==================== design 1
File: src/rtl/dpwm_pkg.sv
// Shared types and default sizing for the dead-time DPWM.
package dpwm_pkg;

  typedef enum logic [2:0] {
    ST_OFF     = 3'd0,
    ST_DT_RISE = 3'd1,
    ST_HS_ON   = 3'd2,
    ST_DT_FALL = 3'd3,
    ST_LS_ON   = 3'd4
  } dt_state_t;

  localparam int unsigned N_BITS_DEF    = 6;
  localparam int unsigned DT_CYCLES_DEF = 2;

endpackage

File: src/rtl/deadtime_gen.sv
// Dead-time FSM: turns the raw PWM compare into non-overlapping high/low-side drives.
module deadtime_gen
  import dpwm_pkg::*;
#(
  parameter int unsigned DT_CYCLES = DT_CYCLES_DEF,
  parameter int unsigned DT_W      = N_BITS_DEF
) (
  input  logic clk_in,
  input  logic rst,
  input  logic i_enable,
  input  logic i_raw,
  output logic o_hs,
  output logic o_ls
);

  localparam logic [DT_W-1:0] DT_LAST = DT_W'(DT_CYCLES);
  localparam logic [DT_W-1:0] DT_ONE  = DT_W'(1);

  dt_state_t       r_state;
  logic [DT_W-1:0] r_dt_cnt;
  logic            r_hs;
  logic            r_ls;

  // Outputs are registered together with each state change, so they always decode r_state.
  always_ff @(posedge clk_in or posedge rst) begin
    if (rst) begin
      r_state  <= ST_OFF;
      r_dt_cnt <= '0;
      r_hs     <= 1'b0;
      r_ls     <= 1'b0;
    end else if (!i_enable) begin
      r_state <= ST_OFF;
      r_hs    <= 1'b0;
      r_ls    <= 1'b0;
    end else begin
      case (r_state)
        ST_OFF: begin
          r_state  <= i_raw ? ST_DT_RISE : ST_DT_FALL;
          r_dt_cnt <= DT_ONE;
          r_hs     <= 1'b0;
          r_ls     <= 1'b0;
        end
        ST_DT_RISE: begin
          if (!i_raw) begin
            r_state  <= ST_DT_FALL;
            r_dt_cnt <= DT_ONE;
          end else if (r_dt_cnt == DT_LAST) begin
            r_state <= ST_HS_ON;
            r_hs    <= 1'b1;
          end else begin
            r_dt_cnt <= r_dt_cnt + DT_ONE;
          end
        end
        ST_HS_ON: begin
          if (!i_raw) begin
            r_state  <= ST_DT_FALL;
            r_dt_cnt <= DT_ONE;
            r_hs     <= 1'b0;
          end
        end
        ST_DT_FALL: begin
          if (i_raw) begin
            r_state  <= ST_DT_RISE;
            r_dt_cnt <= DT_ONE;
          end else if (r_dt_cnt == DT_LAST) begin
            r_state <= ST_LS_ON;
            r_ls    <= 1'b1;
          end else begin
            r_dt_cnt <= r_dt_cnt + DT_ONE;
          end
        end
        ST_LS_ON: begin
          if (i_raw) begin
            r_state  <= ST_DT_RISE;
            r_dt_cnt <= DT_ONE;
            r_ls     <= 1'b0;
          end
        end
        default: begin
          r_state <= ST_OFF;
          r_hs    <= 1'b0;
          r_ls    <= 1'b0;
        end
      endcase
    end
  end

  assign o_hs = r_hs;
  assign o_ls = r_ls;

endmodule

File: src/rtl/dpwm_deadtime.sv
// Counter-based DPWM with shadowed duty word, period strobe and dead-time gate drives.
module dpwm_deadtime
  import dpwm_pkg::*;
#(
  parameter int unsigned N_BITS    = N_BITS_DEF,
  parameter int unsigned DT_CYCLES = DT_CYCLES_DEF
) (
  input  logic              clk_in,
  input  logic              rst,
  input  logic              enable,
  input  logic [N_BITS-1:0] duty_in,
  output logic              pwm_hs,
  output logic              pwm_ls,
  output logic              period_tick,
  output logic [N_BITS-1:0] duty_latched
);

  if (DT_CYCLES < 1 || DT_CYCLES > (2 ** N_BITS) - 2) begin : g_dt_range
    $error("DT_CYCLES out of range 1..2**N_BITS-2");
  end

  localparam logic [N_BITS-1:0] CNT_ONE = N_BITS'(1);

  logic [N_BITS-1:0] r_cnt;
  logic [N_BITS-1:0] r_duty;
  logic              r_tick;
  logic              w_cnt_max;
  logic              w_raw;

  assign w_cnt_max = (r_cnt == '1);
  assign w_raw     = (r_cnt < r_duty);

  // Shadow load on the all-ones count, so a new duty word only lands at a period boundary.
  always_ff @(posedge clk_in or posedge rst) begin
    if (rst) begin
      r_cnt  <= '1;
      r_duty <= '0;
      r_tick <= 1'b0;
    end else begin
      r_cnt  <= enable ? r_cnt + CNT_ONE : '1;
      r_tick <= enable & w_cnt_max;
      if (w_cnt_max) begin
        r_duty <= duty_in;
      end
    end
  end

  deadtime_gen #(
    .DT_CYCLES(DT_CYCLES),
    .DT_W     (N_BITS)
  ) u_deadtime_gen (
    .clk_in  (clk_in),
    .rst     (rst),
    .i_enable(enable),
    .i_raw   (w_raw),
    .o_hs    (pwm_hs),
    .o_ls    (pwm_ls)
  );

  assign period_tick  = r_tick;
  assign duty_latched = r_duty;

endmodule
File: config.mk
export PLATFORM = sky130hd
export DESIGN_NAME = dpwm_deadtime
export DESIGN_NICKNAME = d
export VERILOG_FILES = /design/src/rtl/dpwm_pkg.sv /design/src/rtl/deadtime_gen.sv /design/src/rtl/dpwm_deadtime.sv
export SDC_FILE = /design/constraint.sdc
export NUM_CORES = 1
export LEC_CHECK = 0
export CORE_ASPECT_RATIO = 1.2
export CORE_MARGIN = 3
export CORE_UTILIZATION = 48
export DETAILED_ROUTE_END_ITERATION = 6
export MAX_ROUTING_LAYER = met4
export PLACE_DENSITY = 0.74
export SETUP_SLACK_MARGIN = 0.1
export SLEW_MARGIN = 10
export SYNTH_ARGS = -nofsm -noshare
export SYNTH_HDL_FRONTEND = slang
export SYNTH_SLANG_ARGS = --single-unit
File: constraint.sdc
create_clock -name clk_in -period 1.98 [get_ports clk_in]
set_input_delay 0.396 -clock clk_in [delete_from_list [all_inputs] [get_ports clk_in]]
set_output_delay 0.396 -clock clk_in [all_outputs]
set_load 0.05 [all_outputs]
==================== design 2
`src/rtl/tag_free_list.sv`:
```
// tag_free_list
//   Circular FIFO of free rename/ROB tags. The dispatcher pops one tag per
//   register-writing instruction; the CDB returns tags on each valid
//   broadcast. A per-tag free bitmap catches returns of tags that are
//   already free. The list comes out of reset holding every tag, 0 first.
//
// Ports
//   clk                 rising-edge clock
//   rst                 asynchronous, active-high reset
//   dispatch_tag_rd_en  consume the tag on tag_out this cycle
//   tag_out             head tag, first-word-fall-through (valid when !tag_empty)
//   tag_empty           no free tag available (registered)
//   tag_count           number of free tags, 0..NUM_TAGS (registered)
//   cdb_valid           CDB broadcast valid, returns cdb_tag
//   cdb_tag             tag being released
//   dup_err             sticky flag: a return of an already-free tag was seen
module tag_free_list #(
  parameter int TAG_WIDTH = 6,
  parameter int NUM_TAGS  = 64,
  parameter int CNT_WIDTH = 7
) (
  input  logic                 clk,
  input  logic                 rst,
  input  logic                 dispatch_tag_rd_en,
  output logic [TAG_WIDTH-1:0] tag_out,
  output logic                 tag_empty,
  output logic [CNT_WIDTH-1:0] tag_count,
  input  logic                 cdb_valid,
  input  logic [TAG_WIDTH-1:0] cdb_tag,
  output logic                 dup_err
);

  logic [TAG_WIDTH-1:0] mem [NUM_TAGS];
  logic [TAG_WIDTH-1:0] rd_ptr;
  logic [TAG_WIDTH-1:0] wr_ptr;
  logic [NUM_TAGS-1:0]  free_map;

  logic                 rd_fire;
  logic                 ret_legal;
  logic                 ret_dup;
  logic [CNT_WIDTH-1:0] count_next;

  // Head of the list is a plain read mux on registered state.
  assign tag_out = mem[rd_ptr];

  // Legality uses the bitmap as it stands before the edge, so returning the
  // tag being popped in the same cycle is seen as a duplicate. A read always
  // clears a currently-free tag and a legal return always sets a currently
  // non-free one, so the two bitmap updates never touch the same bit.
  always_comb begin
    rd_fire    = dispatch_tag_rd_en && !tag_empty;
    ret_legal  = cdb_valid && !free_map[cdb_tag];
    ret_dup    = cdb_valid &&  free_map[cdb_tag];
    count_next = tag_count
               + {{(CNT_WIDTH-1){1'b0}}, ret_legal}
               - {{(CNT_WIDTH-1){1'b0}}, rd_fire};
  end

  always_ff @(posedge clk or posedge rst) begin
    if (rst) begin
      for (int i = 0; i < NUM_TAGS; i++) begin
        mem[i] <= TAG_WIDTH'(i);
      end
      rd_ptr    <= '0;
      wr_ptr    <= '0;
      free_map  <= '1;
      tag_count <= CNT_WIDTH'(NUM_TAGS);
      tag_empty <= 1'b0;
      dup_err   <= 1'b0;
    end else begin
      if (rd_fire) begin
        rd_ptr            <= rd_ptr + 1'b1;
        free_map[tag_out] <= 1'b0;
      end
      if (ret_legal) begin
        mem[wr_ptr]       <= cdb_tag;
        wr_ptr            <= wr_ptr + 1'b1;
        free_map[cdb_tag] <= 1'b1;
      end
      if (ret_dup) begin
        dup_err <= 1'b1;
      end
      tag_count <= count_next;
      tag_empty <= (count_next == '0);
    end
  end

endmodule

```
`config.mk`:
```
export PLATFORM = sky130hd
export DESIGN_NAME = tag_free_list
export DESIGN_NICKNAME = d
export VERILOG_FILES = /design/src/rtl/tag_free_list.sv
export SDC_FILE = /design/constraint.sdc
export NUM_CORES = 1
export LEC_CHECK = 0
export ABC_AREA = 1
export CAP_MARGIN = 5
export CORE_ASPECT_RATIO = 1.1
export CORE_UTILIZATION = 55
export CTS_CLUSTER_DIAMETER = 40
export DETAILED_ROUTE_END_ITERATION = 7
export GPL_TIMING_DRIVEN = 0
export PLACE_DENSITY_LB_ADDON = 0.1
export SYNTH_ARGS = -nofsm -noshare
export SYNTH_HDL_FRONTEND = slang
export SYNTH_SLANG_ARGS = --single-unit
export TNS_END_PERCENT = 30
```
`constraint.sdc`:
```
create_clock -name clk -period 19.5 [get_ports clk]
set_input_delay 3.9 -clock clk [delete_from_list [all_inputs] [get_ports clk]]
set_output_delay 3.9 -clock clk [all_outputs]
set_load 0.05 [all_outputs]
```
==================== design 3
<file path="src/rtl/ubcska_pkg.sv">
// Shared helpers for the pipelined carry-skip adder/subtractor.
//   nstg       : number of pipeline stages for a given width and stage slice width
//   slice_lo/hi: bit range handled by stage k (the last slice may be narrower)
//   blk_count  : number of skip blocks needed to cover a slice
//   params_ok  : legality of the top-level parameter set
package ubcska_pkg;

    localparam int MIN_WIDTH = 2;
    localparam int MIN_BLK   = 1;

    function automatic int nstg(input int width, input int sw);
        return (width + sw - 1) / sw;
    endfunction

    function automatic int slice_lo(input int k, input int sw);
        return k * sw;
    endfunction

    function automatic int slice_hi(input int k, input int sw, input int width);
        int hi;
        hi = (k + 1) * sw - 1;
        return (hi > width - 1) ? width - 1 : hi;
    endfunction

    function automatic int blk_count(input int width, input int blk);
        return (width + blk - 1) / blk;
    endfunction

    function automatic bit params_ok(input int width, input int blk, input int bps);
        return (width >= MIN_WIDTH) && (blk >= MIN_BLK) && (blk <= width) && (bps >= 1);
    endfunction

endpackage

</file>
<file path="src/rtl/ubcskb_blk.sv">
// One carry-skip block: ripple carry inside the block, plus a skip path that
// forwards the block carry-in to the carry-out when every bit propagates.
// Ports:
//   x, y   : W-bit operand slices (y already inverted for subtraction)
//   ci     : block carry-in
//   s      : W-bit sum slice
//   co     : block carry-out (ripple OR skip)
//   p_all  : all bits of the block propagate
module ubcskb_blk #(
    parameter int W = 4
) (
    input  logic [W-1:0] x,
    input  logic [W-1:0] y,
    input  logic         ci,
    output logic [W-1:0] s,
    output logic         co,
    output logic         p_all
);

    logic [W-1:0] p;
    logic [W-1:0] g;
    logic [W:0]   c;

    assign p     = x ^ y;
    assign g     = x & y;
    assign p_all = &p;

    always_comb begin
        c    = '0;
        c[0] = ci;
        for (int i = 0; i < W; i++) begin
            c[i+1] = g[i] | (p[i] & c[i]);
        end
    end

    assign s  = p ^ c[W-1:0];
    // The skip term is logically implied by the ripple term; it is kept as a
    // separate fast path so the carry does not have to walk the block.
    assign co = c[W] | (p_all & ci);

endmodule

</file>
<file path="src/rtl/ubcska_pipe.sv">
// Pipelined carry-skip adder/subtractor with valid/ready flow control.
// Each stage adds one SW-bit slice using BLKS_PER_STG skip blocks, then
// registers the finished low sum bits, the slice carry-out and the operand
// bits still to be processed. Operand Y is inverted ahead of stage 0 for sub.
// Handshake: a beat moves on a rising edge when valid and ready are both high;
// a stage is ready when it is empty or the stage after it is ready, so stalled
// stages hold their data and bubbles collapse.
// Ports:
//   clk, rst_n          : clock, async active-low reset
//   in_valid, in_ready  : input handshake
//   x, y, cin, sub      : operands, carry-in, subtract select
//   out_valid, out_ready: output handshake
//   sum, cout, ovf      : result, carry out of MSB, signed overflow
module ubcska_pipe
    import ubcska_pkg::*;
#(
    parameter int WIDTH        = 32,
    parameter int BLK          = 4,
    parameter int BLKS_PER_STG = 2
) (
    input  logic             clk,
    input  logic             rst_n,
    input  logic             in_valid,
    output logic             in_ready,
    input  logic [WIDTH-1:0] x,
    input  logic [WIDTH-1:0] y,
    input  logic             cin,
    input  logic             sub,
    output logic             out_valid,
    input  logic             out_ready,
    output logic [WIDTH-1:0] sum,
    output logic             cout,
    output logic             ovf
);

    localparam int SW   = BLK * BLKS_PER_STG;
    localparam int NSTG = nstg(WIDTH, SW);

    if (!params_ok(WIDTH, BLK, BLKS_PER_STG)) begin : g_param_check
        $error("ubcska_pipe: illegal WIDTH/BLK/BLKS_PER_STG");
    end

    logic [WIDTH-1:0] y_eff;
    logic             cin0;

    // Subtraction is X + ~Y + 1; cin is ORed into that forced carry.
    assign y_eff = y ^ {WIDTH{sub}};
    assign cin0  = sub | cin;

    for (genvar k = 0; k < NSTG; k++) begin : g_stg
        localparam int LO   = slice_lo(k, SW);
        localparam int HI   = slice_hi(k, SW, WIDTH);
        localparam int SWK  = HI - LO + 1;
        localparam int NB   = blk_count(SWK, BLK);
        localparam bit LAST = (k == NSTG - 1);

        // a_x/a_y hold operand bits LO and upward (what is left to add).
        logic [WIDTH-LO-1:0] a_x;
        logic [WIDTH-LO-1:0] a_y;
        logic                a_c;
        logic                a_v;
        logic                rdy;
        logic                rdy_nxt;
        logic [SWK-1:0]      s_sl;
        logic [NB-1:0]       pa;
        logic                c_nxt;
        logic [HI:0]         n_s;
        logic                v;
        logic                c;
        logic [HI:0]         sq;

        if (k == 0) begin : g_src
            assign a_x = x;
            assign a_y = y_eff;
            assign a_c = cin0;
            assign a_v = in_valid;
            assign n_s = s_sl;
        end else begin : g_src
            assign a_x = g_stg[k-1].g_rem.xq;
            assign a_y = g_stg[k-1].g_rem.yq;
            assign a_c = g_stg[k-1].c;
            assign a_v = g_stg[k-1].v;
            assign n_s = {s_sl, g_stg[k-1].sq};
        end

        if (LAST) begin : g_nxt
            assign rdy_nxt = out_ready;
        end else begin : g_nxt
            assign rdy_nxt = g_stg[k+1].rdy;
        end

        assign rdy = !v | rdy_nxt;

        for (genvar j = 0; j < NB; j++) begin : g_blk
            localparam int BOFF = j * BLK;
            localparam int BW   = (SWK - BOFF < BLK) ? (SWK - BOFF) : BLK;

            logic          ci;
            logic          co;
            logic [BW-1:0] s;

            if (j == 0) begin : g_ci
                assign ci = a_c;
            end else begin : g_ci
                assign ci = g_blk[j-1].co;
            end

            ubcskb_blk #(.W(BW)) u_blk (
                .x     (a_x[BOFF +: BW]),
                .y     (a_y[BOFF +: BW]),
                .ci    (ci),
                .s     (s),
                .co    (co),
                .p_all (pa[j])
            );

            assign s_sl[BOFF +: BW] = s;
        end

        // Stage-level skip: if every block propagates, the slice carry-in
        // is the slice carry-out.
        assign c_nxt = g_blk[NB-1].co | ((&pa) & a_c);

        always_ff @(posedge clk or negedge rst_n) begin
            if (!rst_n) begin
                v  <= 1'b0;
                c  <= 1'b0;
                sq <= '0;
            end else if (rdy) begin
                v <= a_v;
                if (a_v) begin
                    c  <= c_nxt;
                    sq <= n_s;
                end
            end
        end

        if (!LAST) begin : g_rem
            logic [WIDTH-HI-2:0] xq;
            logic [WIDTH-HI-2:0] yq;

            always_ff @(posedge clk or negedge rst_n) begin
                if (!rst_n) begin
                    xq <= '0;
                    yq <= '0;
                end else if (rdy && a_v) begin
                    xq <= a_x[WIDTH-LO-1:SWK];
                    yq <= a_y[WIDTH-LO-1:SWK];
                end
            end
        end else begin : g_msb
            // Carry into the MSB, recovered from s = p ^ c at the top bit.
            logic cm;

            always_ff @(posedge clk or negedge rst_n) begin
                if (!rst_n) begin
                    cm <= 1'b0;
                end else if (rdy && a_v) begin
                    cm <= s_sl[SWK-1] ^ a_x[SWK-1] ^ a_y[SWK-1];
                end
            end
        end
    end

    assign in_ready  = g_stg[0].rdy;
    assign out_valid = g_stg[NSTG-1].v;
    assign sum       = g_stg[NSTG-1].sq;
    assign cout      = g_stg[NSTG-1].c;
    assign ovf       = g_stg[NSTG-1].g_msb.cm ^ g_stg[NSTG-1].c;

endmodule
</file>
<file path="config.mk">
export PLATFORM = sky130hd
export DESIGN_NAME = ubcska_pipe
export DESIGN_NICKNAME = d
export VERILOG_FILES = /design/src/rtl/ubcska_pkg.sv /design/src/rtl/ubcskb_blk.sv /design/src/rtl/ubcska_pipe.sv
export SDC_FILE = /design/constraint.sdc
export NUM_CORES = 1
export LEC_CHECK = 0
export CAP_MARGIN = 0
export CORE_ASPECT_RATIO = 1.5
export CORE_MARGIN = 2
export CORE_UTILIZATION = 55
export CTS_BUF_LIST = sky130_fd_sc_hd__clkbuf_4 sky130_fd_sc_hd__clkbuf_8 sky130_fd_sc_hd__clkbuf_16
export CTS_CLUSTER_DIAMETER = 30
export CTS_CLUSTER_SIZE = 25
export DETAILED_ROUTE_END_ITERATION = 7
export PLACE_DENSITY = 0.75
export SETUP_SLACK_MARGIN = 0.5
export SYNTH_ARGS = -nofsm -noshare
export SYNTH_HDL_FRONTEND = slang
export SYNTH_SLANG_ARGS = --single-unit
</file>
<file path="constraint.sdc">
create_clock -name clk -period 6.98 [get_ports clk]
set_input_delay 2.094 -clock clk [delete_from_list [all_inputs] [get_ports clk]]
set_output_delay 2.094 -clock clk [all_outputs]
set_load 0.005 [all_outputs]
</file>
**Design 3: the metal 3 layer**

Scale bar: 20 um.
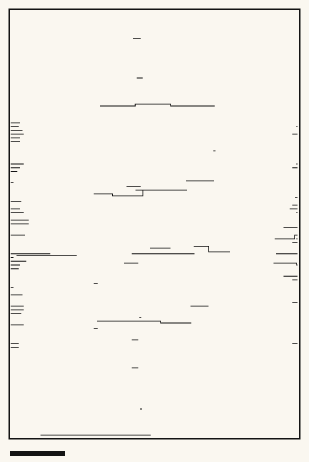
share of all routed wire: 2.8%
longest straight run: 39.8 um
nets with wire on the layer: 54
wire length on this layer: 421 um
grt met3 use: 0.0418
DRT Wirelength: 15100 um
detailed-route via count: 4697

==> impl_table.tex, design 3 <==
% Synthesis and place-and-route results
\begin{tabular}{lr}
\hline
Metric & Value \\
\hline
\multicolumn{2}{l}{\textbf{Yosys}} \\
\quad Number of nets at floorplan & 733 \\
\quad Number of storage elements in the synthesis netlist & 185 \\
\quad Post-synth top flop & sky130\_fd\_sc\_hd\_\_dfrtp\_1 \\
\quad EDFF count, synth & 0 \\
\quad Post-Syn Area & 8430 sq um \\
\quad Number of distinct standard cells referenced by the synthesized netlist & 32 \\
\multicolumn{2}{l}{\textbf{Layout}} \\
\quad Combinational gate area & 3500 sq um \\
\quad Count of plain and timing-repair buffers & 111 \\
\quad Count of multi-input combinational gates & 349 \\
\quad Inserted Diodes & 0 \\
\quad Total Nets Final & 837 \\
\multicolumn{2}{l}{\textbf{Global route}} \\
\quad Routing usage on met1 & 0.249 \\
\quad Maximum number of pins on one net before global-route repair & 133 \\
\quad Number of antenna violations at the first check in global routing & 0 \\
\multicolumn{2}{l}{\textbf{Power and ir drop}} \\
\quad Total Power & 3930 uW \\
\multicolumn{2}{l}{\textbf{Die}} \\
\quad Area of the core & 15100 sq um \\
\quad Horizontal die dimension & 105 um \\
\quad I/O pins & 106 \\
\multicolumn{2}{l}{\textbf{Run status}} \\
\quad Result of the run & finished, final reports clean \\
\multicolumn{2}{l}{\textbf{STA}} \\
\quad Total Negative Setup Slacks & 0 ns \\
\multicolumn{2}{l}{\textbf{Drt}} \\
\quad Routed met2 length & 8300 um \\
\quad Antenna violation net count after detailed routing & 0 \\
\quad Post-detailed-route wirelength per cell & 16.5 um \\
\multicolumn{2}{l}{\textbf{Placed design}} \\
\quad Post-placement worst setup slack & 0.136 ns \\
\multicolumn{2}{l}{\textbf{CTS}} \\
\quad Resized Gates After CTS & 0 \\
\hline
\end{tabular}
[design 3: path summary, 6_finish.rpt]
check                                              to  slack (ns)  depth (start not counted)
worst min-delay path                   g_stg[0].sq[6]        0.48                          2
worst min register to register         g_stg[0].sq[6]        0.48                          2
worst max-delay path                   g_stg[0].sq[7]        0.67                         14
min in group asynchronous        g_stg[0].g_rem.xq[4]        1.79                          1
worst max register to register      g_stg[3].g_msb.cm        2.65                         15
max in group asynchronous       g_stg[0].g_rem.yq[16]        3.88                          2
[design 3: critical path, delay by kind of cell]
| kind | cells | cell delay [ns] |
|---|---|---|
| muxes | 1 | 0.26 |
| adders and majority gates | 8 | 3.28 |
| buffers and inverters | 3 | 0.63 |
| xor gates and xnor gates | 1 | 0.20 |
| AOI/OAI and AO/OA | 1 | 0.15 |
[design 3: kinds of logic after synthesis]
kind of cell | synth area share
flip-flops | 0.549
multiplexers | 0.186
buffers and inverters | 0.0364
adder cells (fa/ha/maj) | 0.124
AND/OR/NAND/NOR | 0.0322
AND-OR/OR-AND | 0.0365
XOR/XNOR | 0.0364
[design 3: power breakdown]
group	switching, uW	internal [uW]
logic	445	699
clock network	431	652
registers	250	1450
total	1130	2800
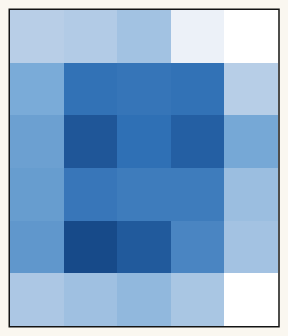
**Above:** design 1 (placement density heat map).
The die is cut into 5 by 6 equal tiles; white is low, dark blue is high, 0 to 100% covered.
tiles over 75% full: 13%
emptiest ninth of the die: top right
nearly empty tiles: 6.7%
area of the core: 2630 sq um
final core utilization: 0.699
effective utilization at floorplan: 0.517

==> impl_table.tex, design 1 <==
% Synthesis and place-and-route results
\begin{tabular}{lr}
\hline
Metric & Value \\
\hline
\multicolumn{2}{l}{\textbf{Run status}} \\
\quad Result of the run & finished, violations left \\
\quad Violated checks & negative setup slack \\
\multicolumn{2}{l}{\textbf{Power and ir drop}} \\
\quad Proportion of total power due to net switching & 0.445 \\
\quad Leading power group & combinational cells \\
\multicolumn{2}{l}{\textbf{STA}} \\
\quad Final Setup Violations & 2 \\
\quad Hold Vio Cnt, Final & 0 \\
\quad Final worst slack & -0.0877 ns \\
\multicolumn{2}{l}{\textbf{CTS}} \\
\quad Total clock buffers created by CTS & 3 \\
\quad Clock-pin transition on the worst setup and hold timing paths & 0.13 ns \\
\quad Sinks on the clock net & 24 \\
\multicolumn{2}{l}{\textbf{Die}} \\
\quad Chip footprint & 3510 sq um \\
\multicolumn{2}{l}{\textbf{Layout}} \\
\quad Top Layout Cells & sky130\_fd\_sc\_hd\_\_buf\_4, sky130\_fd\_sc\_hd\_\_dfrtp\_1, sky130\_fd\_sc\_hd\_\_nor2\_1, sky130\_fd\_sc\_hd\_\_nand2\_1, sky130\_fd\_sc\_hd\_\_clkdlybuf4s50\_1 \\
\quad Sequential cells & 24 \\
\multicolumn{2}{l}{\textbf{Yosys}} \\
\quad EDFF count, synth & 0 \\
\quad Share of synthesized cell area in and, or, nand and nor gates & 0.180 \\
\multicolumn{2}{l}{\textbf{Global route}} \\
\quad Maximum number of pins on one net before global-route repair & 25 \\
\hline
\end{tabular}
-- design 1: worst paths after layout --
check	slack [ns]	endpoint	startpoint	depth (start not counted)
worst max-delay path	-0.09	u_deadtime_gen.r_dt_cnt[0]	r_cnt[1]	6
worst min-delay path	0.41	u_deadtime_gen.r_dt_cnt[1]	rst	3
worst max register to register	-0.09	u_deadtime_gen.r_dt_cnt[0]	r_cnt[1]	6
worst min register to register	0.49	r_cnt[0]	r_cnt[0]	1
max in group asynchronous	1.29	r_cnt[1]	rst	3
min in group clk_in	0.49	r_cnt[0]	r_cnt[0]	1
-- design 1: metrics by stage --
stage	util	cell area [sq um]
3_5_place_dp	0.648	1700
3_3_place_gp	0.648	1700
5_1_grt	0.699	1840
4_1_cts	0.671	1760
6_report	0.699	1840
2_1_floorplan	-	1430
-- design 1: sequential cells by signal, summed over array words and instances (netlist names) --
name,cells
period_tick,1
u_deadtime_gen.r_state,3
u_deadtime_gen.o_ls,1
duty_latched,6
u_deadtime_gen.o_hs,1
r_cnt,6
u_deadtime_gen.r_dt_cnt,6
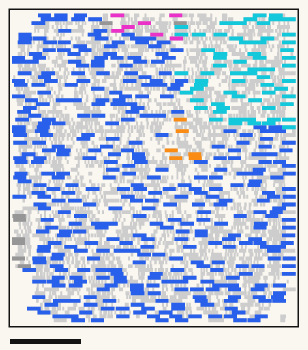
**Above:** design 2 (sequential cells grouped by signal name).
Scale bar: 50 um. Other sequential cells in the stronger gray, the rest of the logic in the fainter gray.
legend:
  blue:
    signal: `mem`
    placed_flops: 384
    where: spread over the die
  orange:
    signal: `rd_ptr`
    placed_flops: 6
    where: middle
  magenta:
    signal: `tag_count`
    placed_flops: 7
    where: top middle
  cyan:
    signal: `free_map`
    placed_flops: 64
    where: top right
total sequential power: 1630 uW
final core utilization: 0.639

==> impl_table.tex, design 2 <==
% Synthesis and place-and-route results
\begin{tabular}{lr}
\hline
Metric & Value \\
\hline
\multicolumn{2}{l}{\textbf{Min path}} \\
\quad Class of the worst hold path & flop to flop \\
\multicolumn{2}{l}{\textbf{Layout}} \\
\quad Top Layout Cells & sky130\_fd\_sc\_hd\_\_nand2\_1, sky130\_fd\_sc\_hd\_\_nand3\_1, sky130\_fd\_sc\_hd\_\_dfstp\_2, sky130\_fd\_sc\_hd\_\_nor2\_1, sky130\_fd\_sc\_hd\_\_dfrtp\_1 \\
\quad Clock buffer count in the final layout & 96 \\
\quad Inserted Diodes & 5 \\
\multicolumn{2}{l}{\textbf{Worst setup path}} \\
\quad Data arrival, critical path & 4.57 ns \\
\quad Minimum setup slack among reg-to-reg paths & 15.11 ns \\
\multicolumn{2}{l}{\textbf{Power and ir drop}} \\
\quad Total Power & 5180 uW \\
\quad Static power due to leakage & 0.0136 uW \\
\quad Fraction of power consumed by combinational cells & 0.427 \\
\multicolumn{2}{l}{\textbf{Drt}} \\
\quad First-pass iteration count of the detailed router & 8 \\
\quad Post-route DRC & 0 \\
\multicolumn{2}{l}{\textbf{Global route}} \\
\quad Maximum number of pins on one net before global-route repair & 126 \\
\multicolumn{2}{l}{\textbf{Run status}} \\
\quad Violated checks & max-capacitance violations, max-slew violations \\
\quad Result of the run & finished, violations left \\
\multicolumn{2}{l}{\textbf{STA}} \\
\quad Fin. max-slew vios & 10 \\
\quad Setup repair after global routing missed its margin & false \\
\multicolumn{2}{l}{\textbf{Placed design}} \\
\quad Half-perimeter wire length after detailed placement & 67300 um \\
\multicolumn{2}{l}{\textbf{CTS}} \\
\quad Number of buffers between clock root and the deepest sink & 3 \\
\multicolumn{2}{l}{\textbf{Job}} \\
\quad Maxcap violations & 1 \\
\multicolumn{2}{l}{\textbf{Yosys}} \\
\quad EDFF count, synth & 0 \\
\hline
\end{tabular}
==> design 2: metrics by stage <==
step                      utilization  worst slack [ns]  TNS [ns]  hold WS, ns  std cells
final                           0.639             11.03         0        0.457       4041
after global routing            0.639             10.80         0        0.468       4036
after CTS                       0.639             11.22         0        0.459       4035
after detailed placement        0.583             10.64         0        0.447       3906
after global placement          0.581             -2.58   -538.28        0.444       3903
after floorplan                     -              2.94         0        0.437       3310
==> design 2: per-layer routing <==
layer  up-vias  wire, um  share of wire  GRT usage
li1      10895         -              -          -
met1     11996     36400           0.36      0.582
met2      2030     42400           0.41      0.645
met3       594     14800           0.14      0.148
met4         8      8760          0.086      0.338
met5         -        46        0.00045          0
==> design 2: cell families after synthesis <==
logic type,share of synthesized area
AND/OR/NAND/NOR,0.393
flip-flops,0.495
buffers and inverters,0.0601
AND-OR/OR-AND,0.0411
XOR/XNOR,0.00539
adder cells (fa/ha/maj),0.00544

==> screenshots <==
Placed standard cells.
shot_01.png
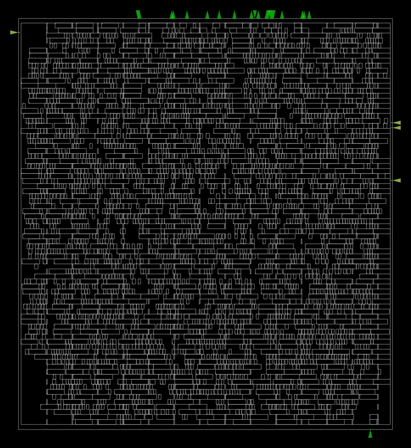
shot_02.png
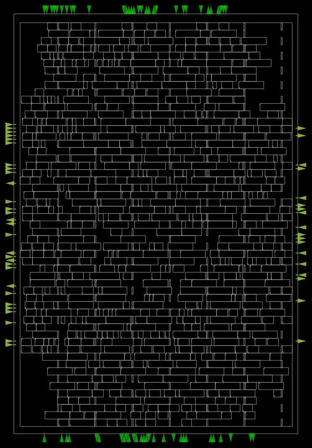
shot_03.png
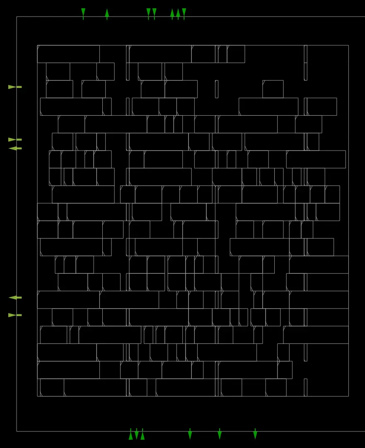
The one with the most sequential cells is shot_01.png.
The one with the fewest sequential cells is shot_03.png.
shot_01.png -> design 2
shot_03.png -> design 1
shot_02.png -> design 3



==> notes/layouts.md <==
Pictures saved along the way, in no particular order.

Placement by cell class.
Plate I
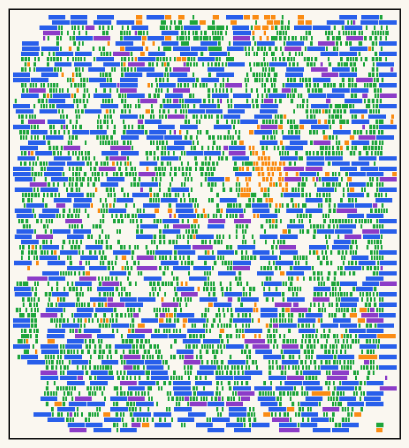
Plate II
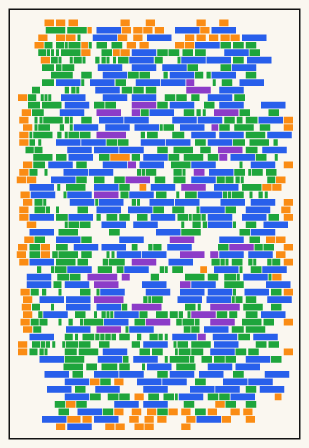
Plate III
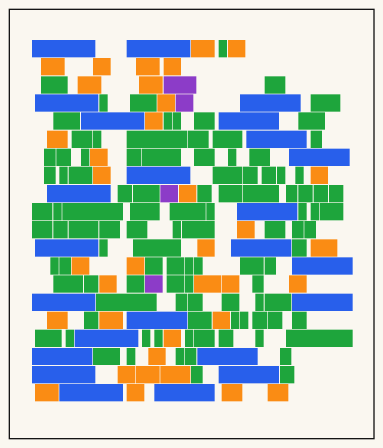
- most sequential cells: Plate I
For design 1, see Plate III.
For design 3, see Plate II.
For design 2, see Plate I.

Key to Plate III:
legend:
  orange:
    class: remaining buffers and delay cells
    cells: 36
  green:
    class: remaining logic cells
    cells: 107
  blue:
    class: registers
    cells: 24
  purple:
    class: clock drivers and dummy loads
    cells: 4

No activity file was given, so power comes from the tool's default toggle rates.
